######## telemetry_stats_reporter ########
telemetry_stats_reporter, a small window of the routed layout:
Scale bar: 10 um. Region (81, 44) to (106, 69) um. Cells in grey, sequential cells in the stronger grey; small squares are vias.
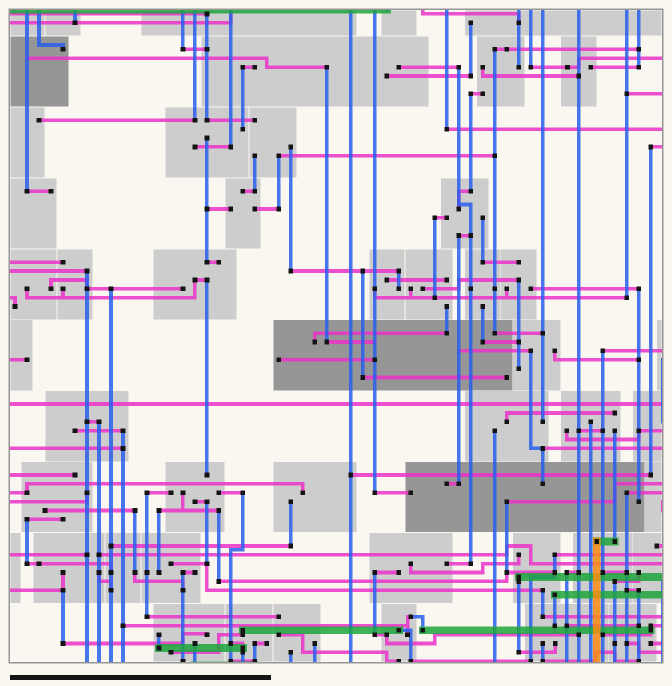

<file path="src/rtl/telemetry_stats_reporter.sv">
// Per-window link statistics for the stream-13 counter checker: snapshots the packet counters
// every window and serialises a 12-byte status frame onto a valid/ready byte stream.
module telemetry_stats_reporter #(
  parameter logic [31:0] g_window_cnt = 32'd256000000,
  parameter logic [7:0]  g_sync_byte  = 8'hA5
) (
  input  logic        clk_256M,
  input  logic        rst_n,
  input  logic [31:0] total_packets,
  input  logic [31:0] mismatch_packets,
  input  logic        okay_led,
  input  logic        link_count_okay,
  input  logic        counters_cleared,
  output logic [7:0]  tx_data,
  output logic        tx_valid,
  input  logic        tx_ready,
  output logic        window_pulse,
  output logic [15:0] frames_dropped
);

  localparam logic [31:0] LastCnt    = g_window_cnt - 32'd1;
  localparam logic [31:0] PreLastCnt = g_window_cnt - 32'd2;
  localparam logic [3:0]  LastByte   = 4'd11;

  typedef enum logic {StIdle, StSend} state_e;

  state_e      r_state;
  logic [31:0] r_win_cnt;
  logic        r_window_pulse;
  logic        r_snap;
  logic [31:0] r_prev_total;
  logic [31:0] r_prev_mis;
  logic [7:0]  r_seq;
  logic        r_drop_flag;
  logic [15:0] r_frames_dropped;
  logic [3:0]  r_byte_idx;
  logic [87:0] r_frame;
  logic [7:0]  r_tx_data;
  logic        r_tx_valid;

  logic [31:0] w_d_total;
  logic [31:0] w_d_mis;
  logic [7:0]  w_seq_next;
  logic [7:0]  w_flags;
  logic [7:0]  w_chk;
  logic        w_accept;

  assign w_d_total  = total_packets - r_prev_total;
  assign w_d_mis    = mismatch_packets - r_prev_mis;
  assign w_seq_next = r_seq + 8'd1;
  assign w_flags    = {5'b00000, r_drop_flag, link_count_okay, okay_led};
  assign w_chk      = w_seq_next ^ w_flags
                    ^ w_d_total[31:24] ^ w_d_total[23:16] ^ w_d_total[15:8] ^ w_d_total[7:0]
                    ^ w_d_mis[31:24]   ^ w_d_mis[23:16]   ^ w_d_mis[15:8]   ^ w_d_mis[7:0];
  assign w_accept   = r_tx_valid && tx_ready;

  // Pulse is registered one count early so it lines up with count g_window_cnt-1.
  always_ff @(posedge clk_256M or negedge rst_n) begin
    if (!rst_n) begin
      r_win_cnt      <= 32'd0;
      r_window_pulse <= 1'b0;
      r_snap         <= 1'b0;
    end else begin
      r_win_cnt      <= (r_win_cnt == LastCnt) ? 32'd0 : r_win_cnt + 32'd1;
      r_window_pulse <= (r_win_cnt == PreLastCnt);
      r_snap         <= r_window_pulse;
    end
  end

  // A clear coinciding with a snapshot still yields deltas from the old baseline.
  always_ff @(posedge clk_256M or negedge rst_n) begin
    if (!rst_n) begin
      r_prev_total <= 32'd0;
      r_prev_mis   <= 32'd0;
      r_seq        <= 8'd0;
    end else begin
      if (counters_cleared) begin
        r_prev_total <= 32'd0;
        r_prev_mis   <= 32'd0;
      end else if (r_snap) begin
        r_prev_total <= total_packets;
        r_prev_mis   <= mismatch_packets;
      end
      if (r_snap) begin
        r_seq <= w_seq_next;
      end
    end
  end

  always_ff @(posedge clk_256M or negedge rst_n) begin
    if (!rst_n) begin
      r_state          <= StIdle;
      r_drop_flag      <= 1'b0;
      r_frames_dropped <= 16'd0;
      r_byte_idx       <= 4'd0;
      r_frame          <= 88'd0;
      r_tx_data        <= 8'd0;
      r_tx_valid       <= 1'b0;
    end else begin
      unique case (r_state)
        StIdle: begin
          if (r_snap) begin
            r_state     <= StSend;
            r_drop_flag <= 1'b0;
            r_byte_idx  <= 4'd0;
            r_frame     <= {w_seq_next, w_flags, w_d_total, w_d_mis, w_chk};
            r_tx_data   <= g_sync_byte;
            r_tx_valid  <= 1'b1;
          end
        end
        StSend: begin
          // Busy at a window end: the frame in flight wins and this window is lost.
          if (r_snap) begin
            r_drop_flag <= 1'b1;
            if (r_frames_dropped != 16'hFFFF) begin
              r_frames_dropped <= r_frames_dropped + 16'd1;
            end
          end
          if (w_accept) begin
            if (r_byte_idx == LastByte) begin
              r_state    <= StIdle;
              r_byte_idx <= 4'd0;
              r_tx_data  <= 8'd0;
              r_tx_valid <= 1'b0;
            end else begin
              r_byte_idx <= r_byte_idx + 4'd1;
              r_tx_data  <= r_frame[87:80];
              r_frame    <= {r_frame[79:0], 8'h00};
            end
          end
        end
        default: r_state <= StIdle;
      endcase
    end
  end

  assign tx_data        = r_tx_data;
  assign tx_valid       = r_tx_valid;
  assign window_pulse   = r_window_pulse;
  assign frames_dropped = r_frames_dropped;

endmodule

</file>
<file path="config.mk">
export PLATFORM = sky130hd
export DESIGN_NAME = telemetry_stats_reporter
export DESIGN_NICKNAME = d
export VERILOG_FILES = /design/src/rtl/telemetry_stats_reporter.sv
export SDC_FILE = /design/constraint.sdc
export NUM_CORES = 1
export LEC_CHECK = 0
export CAP_MARGIN = 25
export CORE_UTILIZATION = 40
export CTS_BUF_LIST = sky130_fd_sc_hd__clkbuf_4 sky130_fd_sc_hd__clkbuf_8 sky130_fd_sc_hd__clkbuf_16
export DETAILED_ROUTE_END_ITERATION = 8
export RECOVER_POWER = 50
export SYNTH_ARGS = -nofsm -noshare
export SYNTH_HDL_FRONTEND = slang
export SYNTH_SLANG_ARGS = --single-unit
</file>
<file path="constraint.sdc">
create_clock -name clk_256M -period 4.84 [get_ports clk_256M]
set_clock_uncertainty 0.2 [all_clocks]
set_input_delay 0.968 -clock clk_256M [delete_from_list [all_inputs] [get_ports clk_256M]]
set_output_delay 0.968 -clock clk_256M [all_outputs]
set_load 0.02 [all_outputs]
</file>
######## pipe_skip_adder_flat ########
==> src/rtl/pipe_skip_adder_pkg.sv <==
// Shared defaults and the pipeline stage record for pipe_skip_adder.
package pipe_skip_adder_pkg;

  localparam int unsigned DefaultWidth  = 32;
  localparam int unsigned DefaultBlock  = 4;
  localparam int unsigned DefaultStages = 2;

  // One pipeline stage at the default width; the adder declares the same layout sized by WIDTH.
  typedef struct packed {
    logic                    valid;
    logic [DefaultWidth-1:0] sum;
    logic [DefaultWidth-1:0] a;
    logic [DefaultWidth-1:0] bp;
    logic                    carry;
    logic                    sub;
  } stage_rec_t;

endpackage

==> src/rtl/pipe_skip_adder_if.sv <==
// Operand/result handshake bundle for pipe_skip_adder.
interface pipe_skip_adder_if
  import pipe_skip_adder_pkg::*;
#(
  parameter int unsigned WIDTH = DefaultWidth
);
  logic [WIDTH-1:0] a;
  logic [WIDTH-1:0] b;
  logic             cin;
  logic             sub;
  logic             in_valid;
  logic             in_ready;
  logic [WIDTH-1:0] sum;
  logic             cout;
  logic             ovf;
  logic             out_valid;
  logic             out_ready;

  modport master (
    output a, b, cin, sub, in_valid, out_ready,
    input  in_ready, sum, cout, ovf, out_valid
  );

  modport slave (
    input  a, b, cin, sub, in_valid, out_ready,
    output in_ready, sum, cout, ovf, out_valid
  );
endinterface

==> src/rtl/skip_block.sv <==
// BLOCK-bit ripple adder whose carry-out bypasses the ripple when every bit propagates.
module skip_block #(
  parameter int unsigned BLOCK = 4
) (
  input  logic [BLOCK-1:0] a,
  input  logic [BLOCK-1:0] bp,
  input  logic             cin,
  output logic [BLOCK-1:0] sum,
  output logic             cout
);
  logic [BLOCK:0] c;

  always_comb begin
    c    = '0;
    sum  = '0;
    c[0] = cin;
    for (int i = 0; i < int'(BLOCK); i++) begin
      sum[i]   = a[i] ^ bp[i] ^ c[i];
      c[i + 1] = (a[i] & bp[i]) | ((a[i] ^ bp[i]) & c[i]);
    end
    cout = (&(a ^ bp)) ? cin : c[BLOCK];
  end
endmodule

==> src/rtl/pipe_skip_adder.sv <==
// Pipelined carry-skip adder/subtractor, STAGES cycles latency, elastic valid/ready pipe.
// Define PIPE_SKIP_ADDER_SAT_EN to saturate SUM on signed overflow.
module pipe_skip_adder
  import pipe_skip_adder_pkg::*;
#(
  parameter int unsigned WIDTH  = DefaultWidth,
  parameter int unsigned BLOCK  = DefaultBlock,
  parameter int unsigned STAGES = DefaultStages
) (
  input logic              clk,
  input logic              rst,
  pipe_skip_adder_if.slave bus
);
  localparam int unsigned NumBlocks      = WIDTH / BLOCK;
  localparam int unsigned BlocksPerStage = NumBlocks / STAGES;
  localparam int unsigned StageBits      = WIDTH / STAGES;

  if ((WIDTH % BLOCK) != 0 || (NumBlocks % STAGES) != 0) begin : g_bad_cfg
    $error("pipe_skip_adder: WIDTH must split into BLOCK-bit blocks evenly across STAGES");
  end

  typedef struct packed {
    logic             valid;
    logic [WIDTH-1:0] sum;
    logic [WIDTH-1:0] a;
    logic [WIDTH-1:0] bp;
    logic             carry;
    logic             sub;
  } stage_t;

  stage_t stage_q [STAGES];
  stage_t src     [STAGES];
  stage_t nxt     [STAGES];

  logic [STAGES-1:0]    load;
  logic [STAGES-1:0]    leave;
  logic [WIDTH-1:0]     blk_sum;
  logic [NumBlocks-1:0] blk_cout;
  logic                 ovf;

  // Stage k adds its slice from src[k]: the live inputs for stage 0, the previous register otherwise.
  always_comb begin
    src[0]       = '0;
    src[0].valid = bus.in_valid;
    src[0].a     = bus.a;
    src[0].bp    = bus.sub ? ~bus.b : bus.b;
    src[0].carry = bus.sub | bus.cin;
    src[0].sub   = bus.sub;
    for (int k = 1; k < int'(STAGES); k++) begin
      src[k] = stage_q[k - 1];
    end
  end

  for (genvar j = 0; j < int'(NumBlocks); j++) begin : g_blk
    localparam int unsigned StageIdx = j / BlocksPerStage;
    logic blk_cin;
    if ((j % BlocksPerStage) == 0) begin : g_first
      assign blk_cin = src[StageIdx].carry;
    end else begin : g_chain
      assign blk_cin = blk_cout[j - 1];
    end
    skip_block #(
      .BLOCK(BLOCK)
    ) u_blk (
      .a   (src[StageIdx].a[j*BLOCK +: BLOCK]),
      .bp  (src[StageIdx].bp[j*BLOCK +: BLOCK]),
      .cin (blk_cin),
      .sum (blk_sum[j*BLOCK +: BLOCK]),
      .cout(blk_cout[j])
    );
  end

  always_comb begin
    for (int k = 0; k < int'(STAGES); k++) begin
      nxt[k]                                 = src[k];
      nxt[k].sum[k*StageBits +: StageBits]   = blk_sum[k*StageBits +: StageBits];
      nxt[k].carry                           = blk_cout[(k + 1)*BlocksPerStage - 1];
    end
  end

  // Walk from the output back so a stage may refill in the same cycle its content moves on.
  always_comb begin
    load               = '0;
    leave              = '0;
    leave[STAGES-1]    = stage_q[STAGES-1].valid & bus.out_ready;
    load[STAGES-1]     = src[STAGES-1].valid & (~stage_q[STAGES-1].valid | leave[STAGES-1]);
    for (int k = int'(STAGES) - 2; k >= 0; k--) begin
      leave[k] = stage_q[k].valid & load[k + 1];
      load[k]  = src[k].valid & (~stage_q[k].valid | leave[k]);
    end
  end

  always_ff @(posedge clk or posedge rst) begin
    if (rst) begin
      for (int k = 0; k < int'(STAGES); k++) begin
        stage_q[k] <= '0;
      end
    end else begin
      for (int k = 0; k < int'(STAGES); k++) begin
        if (load[k]) begin
          stage_q[k] <= nxt[k];
        end else if (leave[k]) begin
          stage_q[k].valid <= 1'b0;
        end
      end
    end
  end

  assign bus.in_ready  = ~stage_q[0].valid | leave[0];
  assign bus.out_valid = stage_q[STAGES-1].valid;
  assign bus.cout      = stage_q[STAGES-1].carry;
  assign ovf           = (stage_q[STAGES-1].a[WIDTH-1] == stage_q[STAGES-1].bp[WIDTH-1]) &
                         (stage_q[STAGES-1].sum[WIDTH-1] != stage_q[STAGES-1].a[WIDTH-1]);
  assign bus.ovf       = ovf;

`ifdef PIPE_SKIP_ADDER_SAT_EN
  assign bus.sum = ovf ? {stage_q[STAGES-1].a[WIDTH-1], {(WIDTH-1){~stage_q[STAGES-1].a[WIDTH-1]}}}
                       : stage_q[STAGES-1].sum;
`else
  assign bus.sum = stage_q[STAGES-1].sum;
`endif

endmodule
==> src/flat_wrapper.sv <==
// flat-port wrapper written by rule: the top's interface ports become plain ports
module pipe_skip_adder_flat import pipe_skip_adder_pkg::*;
#(
  parameter int unsigned WIDTH  = DefaultWidth,
  parameter int unsigned BLOCK  = DefaultBlock,
  parameter int unsigned STAGES = DefaultStages
)
  (clk, rst, bus_a, bus_b, bus_cin, bus_sub, bus_in_valid, bus_out_ready, bus_in_ready, bus_sum, bus_cout, bus_ovf, bus_out_valid);
  pipe_skip_adder_if #(.WIDTH(WIDTH)) bus_i ();
  input logic clk;
  input logic rst;
  input wire logic [$bits(bus_i.a)-1:0] bus_a;
  input wire logic [$bits(bus_i.b)-1:0] bus_b;
  input wire logic [$bits(bus_i.cin)-1:0] bus_cin;
  input wire logic [$bits(bus_i.sub)-1:0] bus_sub;
  input wire logic [$bits(bus_i.in_valid)-1:0] bus_in_valid;
  input wire logic [$bits(bus_i.out_ready)-1:0] bus_out_ready;
  output wire logic [$bits(bus_i.in_ready)-1:0] bus_in_ready;
  output wire logic [$bits(bus_i.sum)-1:0] bus_sum;
  output wire logic [$bits(bus_i.cout)-1:0] bus_cout;
  output wire logic [$bits(bus_i.ovf)-1:0] bus_ovf;
  output wire logic [$bits(bus_i.out_valid)-1:0] bus_out_valid;
  assign bus_i.a = bus_a;
  assign bus_i.b = bus_b;
  assign bus_i.cin = bus_cin;
  assign bus_i.sub = bus_sub;
  assign bus_i.in_valid = bus_in_valid;
  assign bus_i.out_ready = bus_out_ready;
  assign bus_in_ready = bus_i.in_ready;
  assign bus_sum = bus_i.sum;
  assign bus_cout = bus_i.cout;
  assign bus_ovf = bus_i.ovf;
  assign bus_out_valid = bus_i.out_valid;
  pipe_skip_adder #(.WIDTH(WIDTH), .BLOCK(BLOCK), .STAGES(STAGES)) u_core (.clk(clk), .rst(rst), .bus(bus_i));
endmodule
==> config.mk <==
export PLATFORM = sky130hd
export DESIGN_NAME = pipe_skip_adder_flat
export DESIGN_NICKNAME = d
export VERILOG_FILES = /design/src/rtl/pipe_skip_adder_pkg.sv /design/src/rtl/pipe_skip_adder_if.sv /design/src/rtl/skip_block.sv /design/src/rtl/pipe_skip_adder.sv /design/src/flat_wrapper.sv
export SDC_FILE = /design/constraint.sdc
export NUM_CORES = 1
export LEC_CHECK = 0
export ABC_AREA = 1
export CAP_MARGIN = 15
export CORE_MARGIN = 5
export CORE_UTILIZATION = 35
export DETAILED_ROUTE_END_ITERATION = 10
export PLACE_DENSITY = 0.55
export SLEW_MARGIN = 20
export SYNTH_ARGS = -nofsm -noshare
export SYNTH_HDL_FRONTEND = slang
export SYNTH_SLANG_ARGS = --single-unit
export TNS_END_PERCENT = 5
==> constraint.sdc <==
create_clock -name clk -period 16.95 [get_ports clk]
set_clock_uncertainty 0.2 [all_clocks]
set_input_delay 3.39 -clock clk [delete_from_list [all_inputs] [get_ports clk]]
set_output_delay 3.39 -clock clk [all_outputs]
set_load 0.1 [all_outputs]
######## axi2per_burst_req_channel ########
===== src/rtl/axi2per_pkg.sv =====
// Shared types and constants for the AXI-to-peripheral burst request channel.
// AXI2PER_WRAP_BURST_EN (see axi2per_addr_gen) enables true WRAP bursts.
package axi2per_pkg;

   typedef enum logic [1:0] {
      IDLE      = 2'd0,
      RD_BURST  = 2'd1,
      WR_BURST  = 2'd2,
      WAIT_RESP = 2'd3
   } state_e;

   localparam logic [1:0] BURST_FIXED = 2'b00;
   localparam logic [1:0] BURST_INCR  = 2'b01;
   localparam logic [1:0] BURST_WRAP  = 2'b10;

   // Every peripheral beat moves one 32-bit word.
   localparam int PER_BEAT_BYTES = 4;

endpackage


===== src/rtl/axi2per_addr_gen.sv =====
// Next-beat address generator for FIXED / INCR / WRAP bursts.
// Macro AXI2PER_WRAP_BURST_EN: when undefined, WRAP behaves as INCR.
module axi2per_addr_gen
   import axi2per_pkg::*;
#(
   parameter int AXI_ADDR_WIDTH = 32
) (
   input  logic [AXI_ADDR_WIDTH-1:0] addr_i,
   input  logic [7:0]                len_i,
   input  logic [2:0]                size_i,
   input  logic [1:0]                burst_i,
   output logic [AXI_ADDR_WIDTH-1:0] next_addr_o
);

   localparam logic [AXI_ADDR_WIDTH-1:0] BEAT_BYTES = AXI_ADDR_WIDTH'(PER_BEAT_BYTES);

   logic [AXI_ADDR_WIDTH-1:0] incr_addr_s;
   logic                      unused_s;

   assign incr_addr_s = addr_i + BEAT_BYTES;
   // Peripheral beats are always one word wide, so size does not affect the step.
   assign unused_s    = ^{size_i, len_i};

`ifdef AXI2PER_WRAP_BURST_EN
   logic [AXI_ADDR_WIDTH-1:0] wrap_mask_s;
   assign wrap_mask_s = ((AXI_ADDR_WIDTH'(len_i) + AXI_ADDR_WIDTH'(1)) * BEAT_BYTES)
                        - AXI_ADDR_WIDTH'(1);
`endif

   // Select the next address according to the latched burst type.
   always_comb begin
      next_addr_o = incr_addr_s;
      case (burst_i)
         BURST_FIXED: next_addr_o = addr_i;
         BURST_INCR:  next_addr_o = incr_addr_s;
         BURST_WRAP: begin
`ifdef AXI2PER_WRAP_BURST_EN
            next_addr_o = (addr_i & ~wrap_mask_s) | (incr_addr_s & wrap_mask_s);
`else
            next_addr_o = incr_addr_s;
`endif
         end
         default:     next_addr_o = incr_addr_s;
      endcase
   end

endmodule


===== src/rtl/axi2per_burst_req_channel.sv =====
// Accepts AXI AR/AW bursts and replays them beat by beat on a 32-bit peripheral port.
// Macro AXI2PER_WRAP_BURST_EN (in axi2per_addr_gen) enables true WRAP address wrapping.
module axi2per_burst_req_channel
   import axi2per_pkg::*;
#(
   parameter int PER_ADDR_WIDTH = 32,
   parameter int AXI_ADDR_WIDTH = 32,
   parameter int AXI_DATA_WIDTH = 64,
   parameter int AXI_ID_WIDTH   = 3
) (
   input  logic                        clk_i,
   input  logic                        rst_ni,

   input  logic                        axi_slave_aw_valid_i,
   input  logic [AXI_ADDR_WIDTH-1:0]   axi_slave_aw_addr_i,
   input  logic [7:0]                  axi_slave_aw_len_i,
   input  logic [2:0]                  axi_slave_aw_size_i,
   input  logic [1:0]                  axi_slave_aw_burst_i,
   input  logic [AXI_ID_WIDTH-1:0]     axi_slave_aw_id_i,
   output logic                        axi_slave_aw_ready_o,

   input  logic                        axi_slave_ar_valid_i,
   input  logic [AXI_ADDR_WIDTH-1:0]   axi_slave_ar_addr_i,
   input  logic [7:0]                  axi_slave_ar_len_i,
   input  logic [2:0]                  axi_slave_ar_size_i,
   input  logic [1:0]                  axi_slave_ar_burst_i,
   input  logic [AXI_ID_WIDTH-1:0]     axi_slave_ar_id_i,
   output logic                        axi_slave_ar_ready_o,

   input  logic                        axi_slave_w_valid_i,
   input  logic [AXI_DATA_WIDTH-1:0]   axi_slave_w_data_i,
   input  logic [AXI_DATA_WIDTH/8-1:0] axi_slave_w_strb_i,
   input  logic                        axi_slave_w_last_i,
   output logic                        axi_slave_w_ready_o,

   output logic                        per_master_req_o,
   output logic [PER_ADDR_WIDTH-1:0]   per_master_add_o,
   output logic                        per_master_we_o,
   output logic [31:0]                 per_master_wdata_o,
   output logic [3:0]                  per_master_be_o,
   input  logic                        per_master_gnt_i,

   output logic                        trans_req_o,
   output logic                        trans_we_o,
   output logic [AXI_ID_WIDTH-1:0]     trans_id_o,
   output logic [AXI_ADDR_WIDTH-1:0]   trans_add_o,
   output logic [7:0]                  trans_len_o,
   input  logic                        trans_r_valid_i
);

   localparam int         AXI_STRB_WIDTH = AXI_DATA_WIDTH / 8;
   localparam int         NUM_LANES      = AXI_DATA_WIDTH / 32;
   localparam logic [1:0] LANE_MASK      = 2'(NUM_LANES - 1);

   state_e                    state_q, state_d;
   logic [AXI_ADDR_WIDTH-1:0] addr_q, addr_d;
   logic [7:0]                len_q, len_d;
   logic [2:0]                size_q, size_d;
   logic [1:0]                burst_q, burst_d;
   logic [AXI_ID_WIDTH-1:0]   id_q, id_d;
   logic [7:0]                cnt_q, cnt_d;
   logic                      last_rd_q, last_rd_d;

   logic [AXI_ADDR_WIDTH-1:0] next_addr_s;
   logic [1:0]                lane_s;
   logic [6:0]                data_shift_s;
   logic [4:0]                strb_shift_s;
   logic                      rd_wins_s;
   logic                      unused_s;

   axi2per_addr_gen #(
      .AXI_ADDR_WIDTH (AXI_ADDR_WIDTH)
   ) u_addr_gen (
      .addr_i      (addr_q),
      .len_i       (len_q),
      .size_i      (size_q),
      .burst_i     (burst_q),
      .next_addr_o (next_addr_s)
   );

   // The beat counter alone ends a burst, so WLAST carries no information here.
   assign unused_s     = axi_slave_w_last_i;
   assign lane_s       = addr_q[3:2] & LANE_MASK;
   assign data_shift_s = {lane_s, 5'b00000};
   assign strb_shift_s = {1'b0, lane_s, 2'b00};
   assign rd_wins_s    = axi_slave_ar_valid_i & (~axi_slave_aw_valid_i | ~last_rd_q);

   // State and latched burst registers.
   always_ff @(posedge clk_i or negedge rst_ni) begin
      if (!rst_ni) begin
         state_q   <= IDLE;
         addr_q    <= '0;
         len_q     <= 8'd0;
         size_q    <= 3'd0;
         burst_q   <= 2'd0;
         id_q      <= '0;
         cnt_q     <= 8'd0;
         last_rd_q <= 1'b0;
      end else begin
         state_q   <= state_d;
         addr_q    <= addr_d;
         len_q     <= len_d;
         size_q    <= size_d;
         burst_q   <= burst_d;
         id_q      <= id_d;
         cnt_q     <= cnt_d;
         last_rd_q <= last_rd_d;
      end
   end

   // Arbitration, beat sequencing and all output drive.
   always_comb begin
      state_d              = state_q;
      addr_d               = addr_q;
      len_d                = len_q;
      size_d               = size_q;
      burst_d              = burst_q;
      id_d                 = id_q;
      cnt_d                = cnt_q;
      last_rd_d            = last_rd_q;

      axi_slave_aw_ready_o = 1'b0;
      axi_slave_ar_ready_o = 1'b0;
      axi_slave_w_ready_o  = 1'b0;
      per_master_req_o     = 1'b0;
      per_master_add_o     = '0;
      per_master_we_o      = 1'b0;
      per_master_wdata_o   = 32'd0;
      per_master_be_o      = 4'd0;
      trans_req_o          = 1'b0;
      trans_we_o           = 1'b0;
      trans_id_o           = '0;
      trans_add_o          = '0;
      trans_len_o          = 8'd0;

      case (state_q)
         IDLE: begin
            // Acceptance is blocked while reset is held so no ready leaks out.
            if (rst_ni && rd_wins_s) begin
               axi_slave_ar_ready_o = 1'b1;
               addr_d      = axi_slave_ar_addr_i;
               len_d       = axi_slave_ar_len_i;
               size_d      = axi_slave_ar_size_i;
               burst_d     = axi_slave_ar_burst_i;
               id_d        = axi_slave_ar_id_i;
               cnt_d       = 8'd0;
               last_rd_d   = 1'b1;
               state_d     = RD_BURST;
               trans_req_o = 1'b1;
               trans_we_o  = 1'b1;
               trans_id_o  = axi_slave_ar_id_i;
               trans_add_o = axi_slave_ar_addr_i;
               trans_len_o = axi_slave_ar_len_i;
            end else if (rst_ni && axi_slave_aw_valid_i) begin
               axi_slave_aw_ready_o = 1'b1;
               addr_d      = axi_slave_aw_addr_i;
               len_d       = axi_slave_aw_len_i;
               size_d      = axi_slave_aw_size_i;
               burst_d     = axi_slave_aw_burst_i;
               id_d        = axi_slave_aw_id_i;
               cnt_d       = 8'd0;
               last_rd_d   = 1'b0;
               state_d     = WR_BURST;
               trans_req_o = 1'b1;
               trans_we_o  = 1'b0;
               trans_id_o  = axi_slave_aw_id_i;
               trans_add_o = axi_slave_aw_addr_i;
               trans_len_o = axi_slave_aw_len_i;
            end else begin
               state_d = IDLE;
            end
         end

         RD_BURST: begin
            per_master_req_o = 1'b1;
            per_master_we_o  = 1'b1;
            per_master_add_o = PER_ADDR_WIDTH'(addr_q);
            if (per_master_gnt_i) begin
               addr_d = next_addr_s;
               cnt_d  = cnt_q + 8'd1;
               if (cnt_q == len_q) begin
                  state_d = WAIT_RESP;
               end else begin
                  state_d = RD_BURST;
               end
            end else begin
               state_d = RD_BURST;
            end
         end

         WR_BURST: begin
            per_master_add_o = PER_ADDR_WIDTH'(addr_q);
            if (axi_slave_w_valid_i) begin
               per_master_req_o   = 1'b1;
               per_master_wdata_o = 32'(axi_slave_w_data_i >> data_shift_s);
               per_master_be_o    = 4'(axi_slave_w_strb_i >> strb_shift_s);
               if (per_master_gnt_i) begin
                  axi_slave_w_ready_o = 1'b1;
                  addr_d = next_addr_s;
                  cnt_d  = cnt_q + 8'd1;
                  if (cnt_q == len_q) begin
                     state_d = WAIT_RESP;
                  end else begin
                     state_d = WR_BURST;
                  end
               end else begin
                  state_d = WR_BURST;
               end
            end else begin
               state_d = WR_BURST;
            end
         end

         WAIT_RESP: begin
            if (trans_r_valid_i) begin
               state_d = IDLE;
            end else begin
               state_d = WAIT_RESP;
            end
         end

         default: begin
            state_d = IDLE;
         end
      endcase
   end

endmodule


===== config.mk =====
export PLATFORM = sky130hd
export DESIGN_NAME = axi2per_burst_req_channel
export DESIGN_NICKNAME = d
export VERILOG_FILES = /design/src/rtl/axi2per_pkg.sv /design/src/rtl/axi2per_addr_gen.sv /design/src/rtl/axi2per_burst_req_channel.sv
export SDC_FILE = /design/constraint.sdc
export NUM_CORES = 1
export LEC_CHECK = 0
export CORE_ASPECT_RATIO = 0.7
export CORE_MARGIN = 8
export CORE_UTILIZATION = 36
export DETAILED_ROUTE_END_ITERATION = 16
export GPL_TIMING_DRIVEN = 0
export PLACE_DENSITY = 0.78
export SLEW_MARGIN = 20
export SYNTH_ARGS = -nofsm -noshare
export SYNTH_HDL_FRONTEND = slang
export SYNTH_HIERARCHICAL = 1
export SYNTH_SLANG_ARGS = --single-unit

===== constraint.sdc =====
create_clock -name clk_i -period 2.65 [get_ports clk_i]
set_input_delay 0.795 -clock clk_i [delete_from_list [all_inputs] [get_ports clk_i]]
set_output_delay 0.795 -clock clk_i [all_outputs]
set_load 0.005 [all_outputs]

######## sample_sink_sdm_flat ########
<file path="src/rtl/sample_sink_sdm_if.sv">
// Sample stream handshake between the generator and the audio sink.
// The master side produces samples; the slave side returns pause.
interface sample_sink_sdm_if;
    logic signed [15:0] i_sample;
    logic               i_pulse;
    logic               o_pause;

    modport master (
        output i_sample,
        output i_pulse,
        input  o_pause
    );

    modport slave (
        input  i_sample,
        input  i_pulse,
        output o_pause
    );
endinterface

</file>
<file path="src/rtl/sample_sink_sdm.sv">
// Audio sink: sample FIFO, frame pacing, prime/run FSM, 1st-order SDM DAC.
// Optional SAMPLE_SINK_STATS_EN adds saturating underflow/overflow counters.
module sample_sink_sdm #(
    parameter int FIFO_DEPTH   = 16,
    parameter int PAUSE_LEVEL  = 12,
    parameter int PRIME_LEVEL  = 8,
    parameter int FRAME_CYCLES = 1000
) (
    input  logic                          i_clk48,
    input  logic                          i_rst48_n,
    sample_sink_sdm_if.slave              bus,
    output logic [$clog2(FIFO_DEPTH):0]   o_level,
    output logic                          o_running,
    output logic                          o_frame,
    output logic                          o_underflow,
    output logic                          o_overflow,
    output logic                          o_dac
`ifdef SAMPLE_SINK_STATS_EN
    ,
    output logic [15:0]                   o_underflow_cnt,
    output logic [15:0]                   o_overflow_cnt
`endif
);
    localparam int AW = $clog2(FIFO_DEPTH);
    localparam int LW = AW + 1;
    localparam int CW = (FRAME_CYCLES > 1) ? $clog2(FRAME_CYCLES) : 1;

    typedef enum logic {PRIME, RUN} state_t;

    state_t         state;
    state_t         state_nxt;
    logic [15:0]    mem [FIFO_DEPTH];
    logic [AW-1:0]  wr_ptr;
    logic [AW-1:0]  rd_ptr;
    logic [CW-1:0]  frame_cnt;
    logic [15:0]    cur;
    logic [15:0]    acc;
    logic [16:0]    sum;
    logic           tick;
    logic           full;
    logic           wr;
    logic           pop;
    logic           uflow;
    logic           mute;

    assign tick      = (frame_cnt == CW'(FRAME_CYCLES - 1));
    assign full      = (o_level == LW'(FIFO_DEPTH));
    assign wr        = bus.i_pulse && !full;
    assign o_running = (state == RUN);
    assign sum       = {1'b0, acc} + {1'b0, ~cur[15], cur[14:0]};

    // State register for the prime/run controller.
    always_ff @(posedge i_clk48) begin
        if (!i_rst48_n) begin
            state <= PRIME;
        end else begin
            state <= state_nxt;
        end
    end

    // Boundary decisions: leave PRIME with a pop, pop or underflow in RUN.
    always_comb begin
        state_nxt = state;
        pop       = 1'b0;
        uflow     = 1'b0;
        mute      = 1'b0;
        unique case (state)
            PRIME: begin
                mute = 1'b1;
                if (tick && o_level >= LW'(PRIME_LEVEL)) begin
                    state_nxt = RUN;
                    mute      = 1'b0;
                    pop       = (o_level != '0);
                end
            end
            RUN: begin
                if (tick) begin
                    if (o_level != '0) begin
                        pop = 1'b1;
                    end else begin
                        uflow     = 1'b1;
                        mute      = 1'b1;
                        state_nxt = PRIME;
                    end
                end
            end
            default: state_nxt = PRIME;
        endcase
    end

    // Sample storage; contents are don't-care once pointers reset.
    always_ff @(posedge i_clk48) begin
        if (i_rst48_n && wr) begin
            mem[wr_ptr] <= bus.i_sample;
        end
    end

    // Pointers, level, frame pacing, status pulses and the modulator.
    always_ff @(posedge i_clk48) begin
        if (!i_rst48_n) begin
            wr_ptr      <= '0;
            rd_ptr      <= '0;
            o_level     <= '0;
            frame_cnt   <= '0;
            o_frame     <= 1'b0;
            bus.o_pause <= 1'b0;
            o_underflow <= 1'b0;
            o_overflow  <= 1'b0;
            cur         <= '0;
            acc         <= '0;
            o_dac       <= 1'b0;
        end else begin
            frame_cnt   <= tick ? '0 : frame_cnt + 1'b1;
            o_frame     <= tick;
            if (wr) begin
                wr_ptr <= wr_ptr + 1'b1;
            end
            if (pop) begin
                rd_ptr <= rd_ptr + 1'b1;
            end
            o_level     <= o_level + LW'(wr) - LW'(pop);
            bus.o_pause <= (o_level >= LW'(PAUSE_LEVEL));
            o_underflow <= uflow;
            o_overflow  <= bus.i_pulse && full;
            if (pop) begin
                cur <= mem[rd_ptr];
            end else if (mute) begin
                cur <= '0;
            end
            acc   <= sum[15:0];
            o_dac <= sum[16];
        end
    end

`ifdef SAMPLE_SINK_STATS_EN
    // Saturating event counters, cleared only by reset.
    always_ff @(posedge i_clk48) begin
        if (!i_rst48_n) begin
            o_underflow_cnt <= '0;
            o_overflow_cnt  <= '0;
        end else begin
            if (o_underflow && o_underflow_cnt != 16'hFFFF) begin
                o_underflow_cnt <= o_underflow_cnt + 1'b1;
            end
            if (o_overflow && o_overflow_cnt != 16'hFFFF) begin
                o_overflow_cnt <= o_overflow_cnt + 1'b1;
            end
        end
    end
`endif

endmodule

</file>
<file path="src/flat_wrapper.sv">
// flat-port wrapper written by rule: the top's interface ports become plain ports
module sample_sink_sdm_flat 
#(
    parameter int FIFO_DEPTH   = 16,
    parameter int PAUSE_LEVEL  = 12,
    parameter int PRIME_LEVEL  = 8,
    parameter int FRAME_CYCLES = 1000
)
  (i_clk48, i_rst48_n, o_level, o_running, o_frame, o_underflow, o_overflow, o_dac, bus_i_sample, bus_i_pulse, bus_o_pause);
  sample_sink_sdm_if bus_i ();
  input  logic i_clk48;
  input  logic i_rst48_n;
  output logic [$clog2(FIFO_DEPTH):0] o_level;
  output logic o_running;
  output logic o_frame;
  output logic o_underflow;
  output logic o_overflow;
  output logic o_dac;
  input wire logic [$bits(bus_i.i_sample)-1:0] bus_i_sample;
  input wire logic [$bits(bus_i.i_pulse)-1:0] bus_i_pulse;
  output wire logic [$bits(bus_i.o_pause)-1:0] bus_o_pause;
  assign bus_i.i_sample = bus_i_sample;
  assign bus_i.i_pulse = bus_i_pulse;
  assign bus_o_pause = bus_i.o_pause;
  sample_sink_sdm #(.FIFO_DEPTH(FIFO_DEPTH), .PAUSE_LEVEL(PAUSE_LEVEL), .PRIME_LEVEL(PRIME_LEVEL), .FRAME_CYCLES(FRAME_CYCLES)) u_core (.i_clk48(i_clk48), .i_rst48_n(i_rst48_n), .bus(bus_i), .o_level(o_level), .o_running(o_running), .o_frame(o_frame), .o_underflow(o_underflow), .o_overflow(o_overflow), .o_dac(o_dac));
endmodule
</file>
<file path="config.mk">
export PLATFORM = sky130hd
export DESIGN_NAME = sample_sink_sdm_flat
export DESIGN_NICKNAME = d
export VERILOG_FILES = /design/src/rtl/sample_sink_sdm_if.sv /design/src/rtl/sample_sink_sdm.sv /design/src/flat_wrapper.sv
export SDC_FILE = /design/constraint.sdc
export NUM_CORES = 1
export LEC_CHECK = 0
export CORE_MARGIN = 5
export CORE_UTILIZATION = 50
export DETAILED_ROUTE_END_ITERATION = 10
export GPL_TIMING_DRIVEN = 0
export MAX_ROUTING_LAYER = met4
export PLACE_DENSITY = 0.66
export RECOVER_POWER = 25
export SYNTH_ARGS = -nofsm -noshare
export SYNTH_HDL_FRONTEND = slang
export SYNTH_SLANG_ARGS = --single-unit
</file>
<file path="constraint.sdc">
create_clock -name i_clk48 -period 4.2 [get_ports i_clk48]
set_clock_uncertainty 0.15 [all_clocks]
set_input_delay 0.42 -clock i_clk48 [delete_from_list [all_inputs] [get_ports i_clk48]]
set_output_delay 0.42 -clock i_clk48 [all_outputs]
set_load 0.02 [all_outputs]
</file>
axi2per_burst_req_channel, a small window of the routed layout:
Scale bar: 10 um. Region (66, 22) to (91, 47) um. Cells in grey, sequential cells in the stronger grey; small squares are vias.
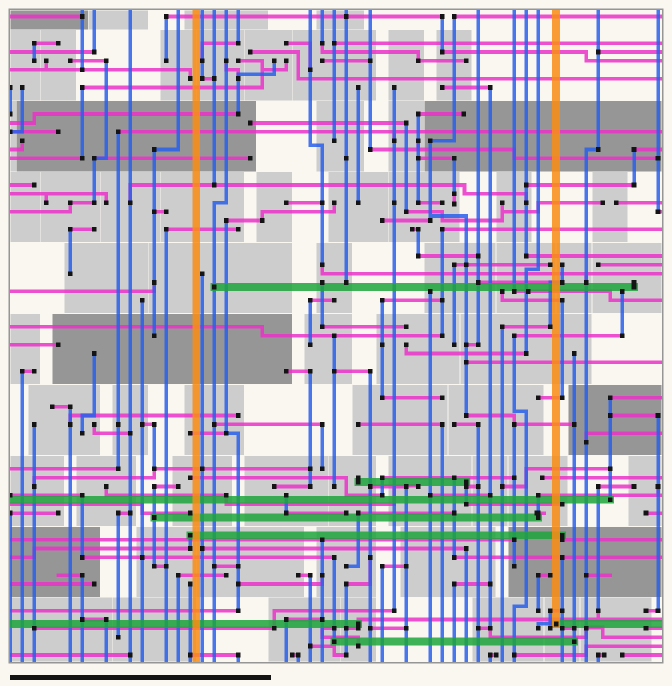
| colour | layer |
|---|---|
| blue | met2 |
| orange | met4 |
| green | met3 |
| magenta | met1 |
cells with their middle in the window: 56
most frequent: nand2_1 (8), and2_1 (5), o31ai_1 (5)
netlist names of flops here include: `addr_q` (4)
sequential cells in the window: 4

axi2per_burst_req_channel, gate families picked out:
Scale bar: 50 um.
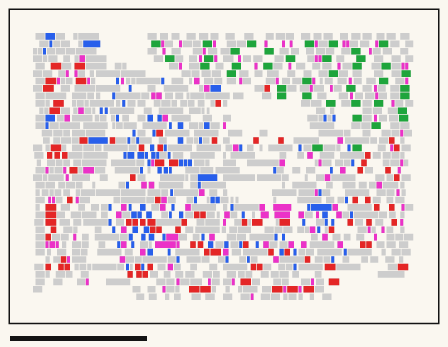
| colour | family | cells | most used |
|---|---|---|---|
| magenta | NOR gates | 126 | nor2_1 |
| green | multiplexers | 39 | mux2i_1 |
| blue | NAND gates | 109 | nand2_1 |
| red | AND and OR gates | 90 | and2_1 |
Non-Filler Instances: 1184
Commonest Layout Cell: clkdlybuf4s50_1

==> out/qor.csv, axi2per_burst_req_channel <==
metric,value,unit
worst hold-check path type,in -> async,
CTS resizes,438,
postcts setup bufs,29,
final hold vios,0,
Syn Inst Count,662,
endpoints failing setup,35,
Max IR drop VDD,534,uV
CTS hold repair buffers,0,
Final Util,0.670,
Flop pwr share,0.211,
floorplan core density,0.363,
met3 WL,1970,um
final WL,23300,um
worst setup path startpoint,rst_ni,
Leak,0.00420,uW
violated checks,setup timing,
status,"finished, violations left",
Final WS setup,-0.0989,ns
Core Box Area,13700,um2
routed length on met1,10500,um
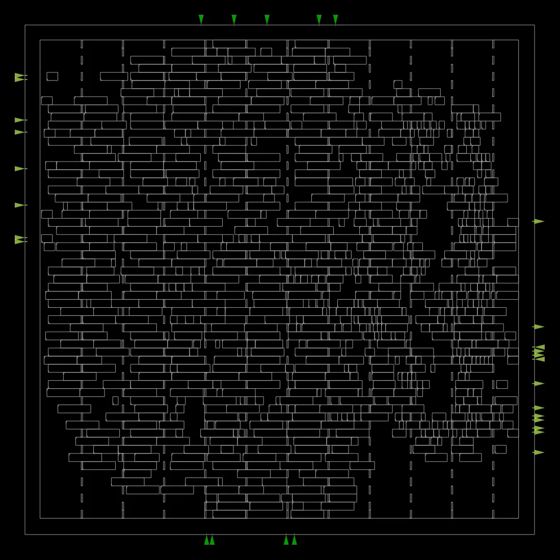
sample_sink_sdm_flat: placement view
Non-Filler Instances: 1200
Final Util: 0.578
Core Box Area: 25800 um2
n_taps: 335
Seq Cell Count: 321

==> out/qor.csv, sample_sink_sdm_flat <==
metric,value,unit
status,"complete, no violations",
most instantiated logic cells after routing,"edfxtp_1, dfxtp_1, mux4_2",
layout cells sized above 1,0.187,
Tcrit/Tclk final,0.741,
Crit. path cell count,14,
met1 usage,0.244,
H-Tree Depth,2,
final net count,893,
Fmax achieved,321,MHz
total design power,6680,uW
CP cell instances,"inv_1, ha_1, a311o_1, nand3_1, inv_1, ha_1, inv_1, ha_1, fa_1, a21oi_1, nor2_1, nor2_1, xnor2_1, nor2_1",
"Primary FF master, synth",edfxtp_1,
Sum Neg Setup Slack,0,ns
PwrDens,449,nW/um2
combinational share of power,0.067,
Reg2Reg Depth,14,
worst setup path startpoint,u_core.o_level[2],
Placed Instance Area,13900,um2
post-route ant nets,0,
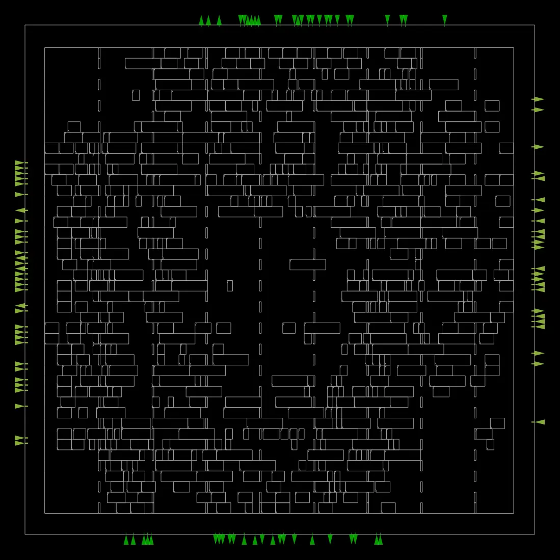
pipe_skip_adder_flat: placement view
Final Util: 0.441
Placement Rows: 44
Non-Filler Instances: 748
Seq Cell Count: 86
Fill cells: 1427

==> out/qor.csv, pipe_skip_adder_flat <==
metric,value,unit
CTS buffer count,9,
WHS,0.280,ns
Mapped Avg Cell Area,10.4,um2
met2 WL,4910,um
clk latency late pin,0.34,ns
die area,17100,um2
Clk pwr share,0.173,
routed len/inst,13.7,um
most frequent cells after synthesis,"nand2_1, dfrtp_1, inv_1",
yosys simple share,0.114,
hold_sp,u_core.nxt[76],
Slew Limit Fails,0,
Cell variety after synth,24,
#FFs+latches synth,86,
status,"complete, no violations",
Worst path slowest cell,buf_2,
DR top layer,met4,
cell class with the largest area share,multi-input combinational cells,
sequential group power,314,uW
met1 usage,0.170,
XORs/XNORs by Area,0.0547,
Inverters,45,
Leak,0.00293,uW
telemetry_stats_reporter, gate families picked out:
Scale bar: 50 um.
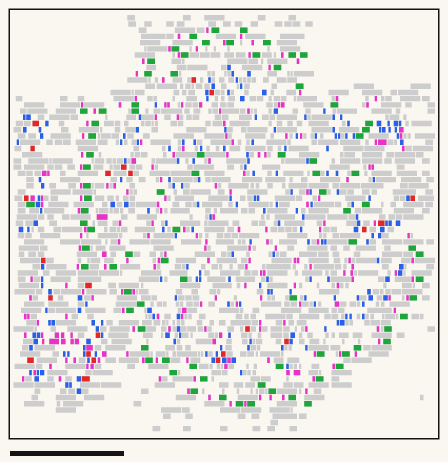
| colour | family | cells | most used |
|---|---|---|---|
| magenta | NOR gates | 209 | nor2_1 |
| blue | NAND gates | 215 | nand2_1 |
| red | AND and OR gates | 23 | and3_1 |
| green | multiplexers | 84 | mux2i_1 |
Non-Filler Instances: 2044
Comb area share: 0.459
Commonest Layout Cell: dfrtp_1

Notes on 'a small window of the routed layout' of telemetry_stats_reporter above:
| colour | layer |
|---|---|
| magenta | met1 |
| orange | met4 |
| blue | met2 |
| green | met3 |
most frequent: nor2_1 (5), xnor2_1 (5)
cells with their middle in the window: 36
sequential cells in the window: 2
netlist names of flops here include: `r_frame` (2)

==> out/qor.csv, telemetry_stats_reporter <==
metric,value,unit
status,"finished, violations left",
violated checks,"capacitance limit, slew limit",
internal power,3770,uW
gr busiest metal,met2,
worst endpoint required time,5.08,ns
CTS resizes,0,
"Cell Area, Synth",13700,um2
maxcap violations,1,
die area,35000,um2
met1 usage,0.257,
CTS hold repair buffers,0,
clkbuf count,41,
Reg area,5640,um2
n_taps,448,
Slew Limit Fails,90,
R2R setup slack,1.16,ns
Clk pwr share,0.462,
met2 WL,15300,um
placed cell count,1990,
die height,187,um
fin area,16200,um2
Flop pwr share,0.382,

## Gallery

Wire density map.
Plate I
31 x 23 tiles, from black (low) to pale yellow (high), scaled to the fullest tile. Values are wire area over tile area, all layers added.
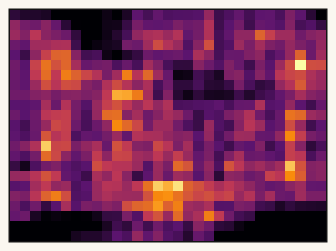
Plate II
37 x 37 tiles, from black (low) to pale yellow (high), scaled to the fullest tile. Values are wire area over tile area, all layers added.
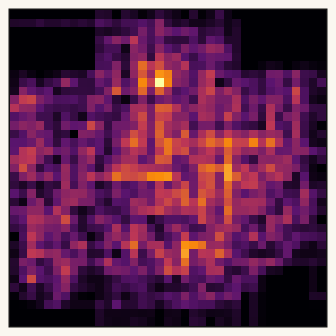
Plate III
26 x 26 tiles, from black (low) to pale yellow (high), scaled to the fullest tile. Values are wire area over tile area, all layers added.
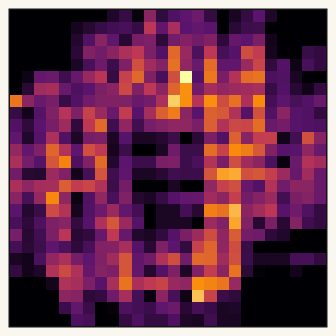
Plate IV
34 x 34 tiles, from black (low) to pale yellow (high), scaled to the fullest tile. Values are wire area over tile area, all layers added.
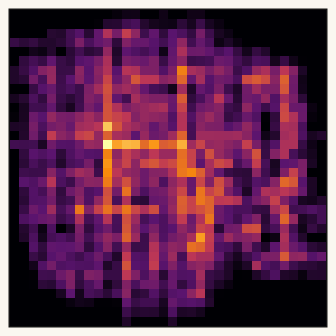
| picture | from |
|---|---|
| Plate I | axi2per_burst_req_channel |
| Plate II | telemetry_stats_reporter |
| Plate IV | sample_sink_sdm_flat |
| Plate III | pipe_skip_adder_flat |



## Gallery

Clock distribution.
(a)
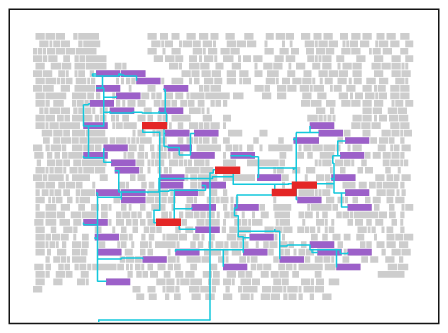
(b)
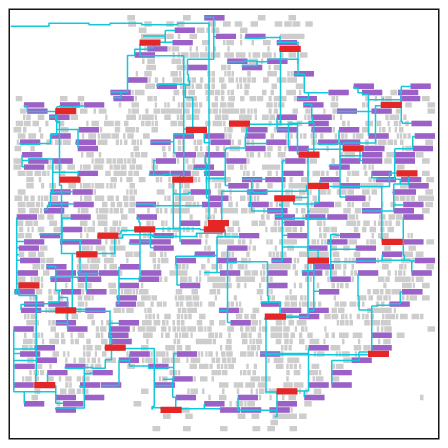
(c)
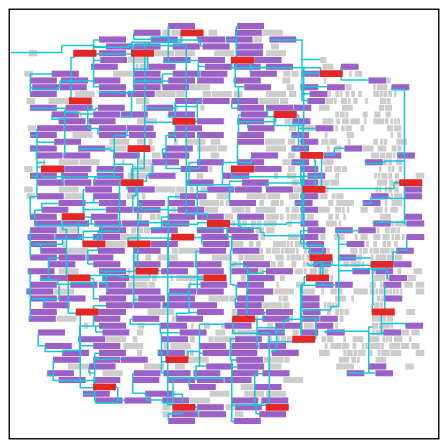
(d)
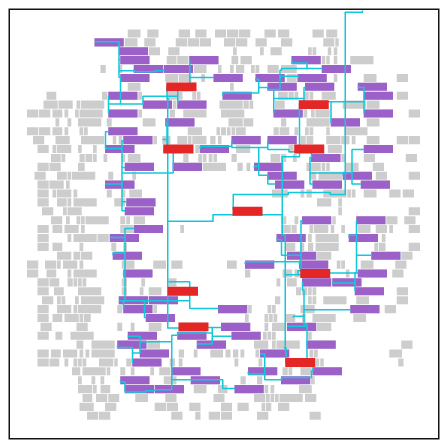
- fewest sequential cells: (a)
(a) comes from axi2per_burst_req_channel.
(b) comes from telemetry_stats_reporter.
(c) comes from sample_sink_sdm_flat.
(d) comes from pipe_skip_adder_flat.

Key to (d):
[cyan] clock wires | length: 1090 um
[purple] flip-flops | count: 86
[red] cells driving clock nets | count: 9
routed clock nets: 10

Power is estimated from default activity; no workload was simulated.
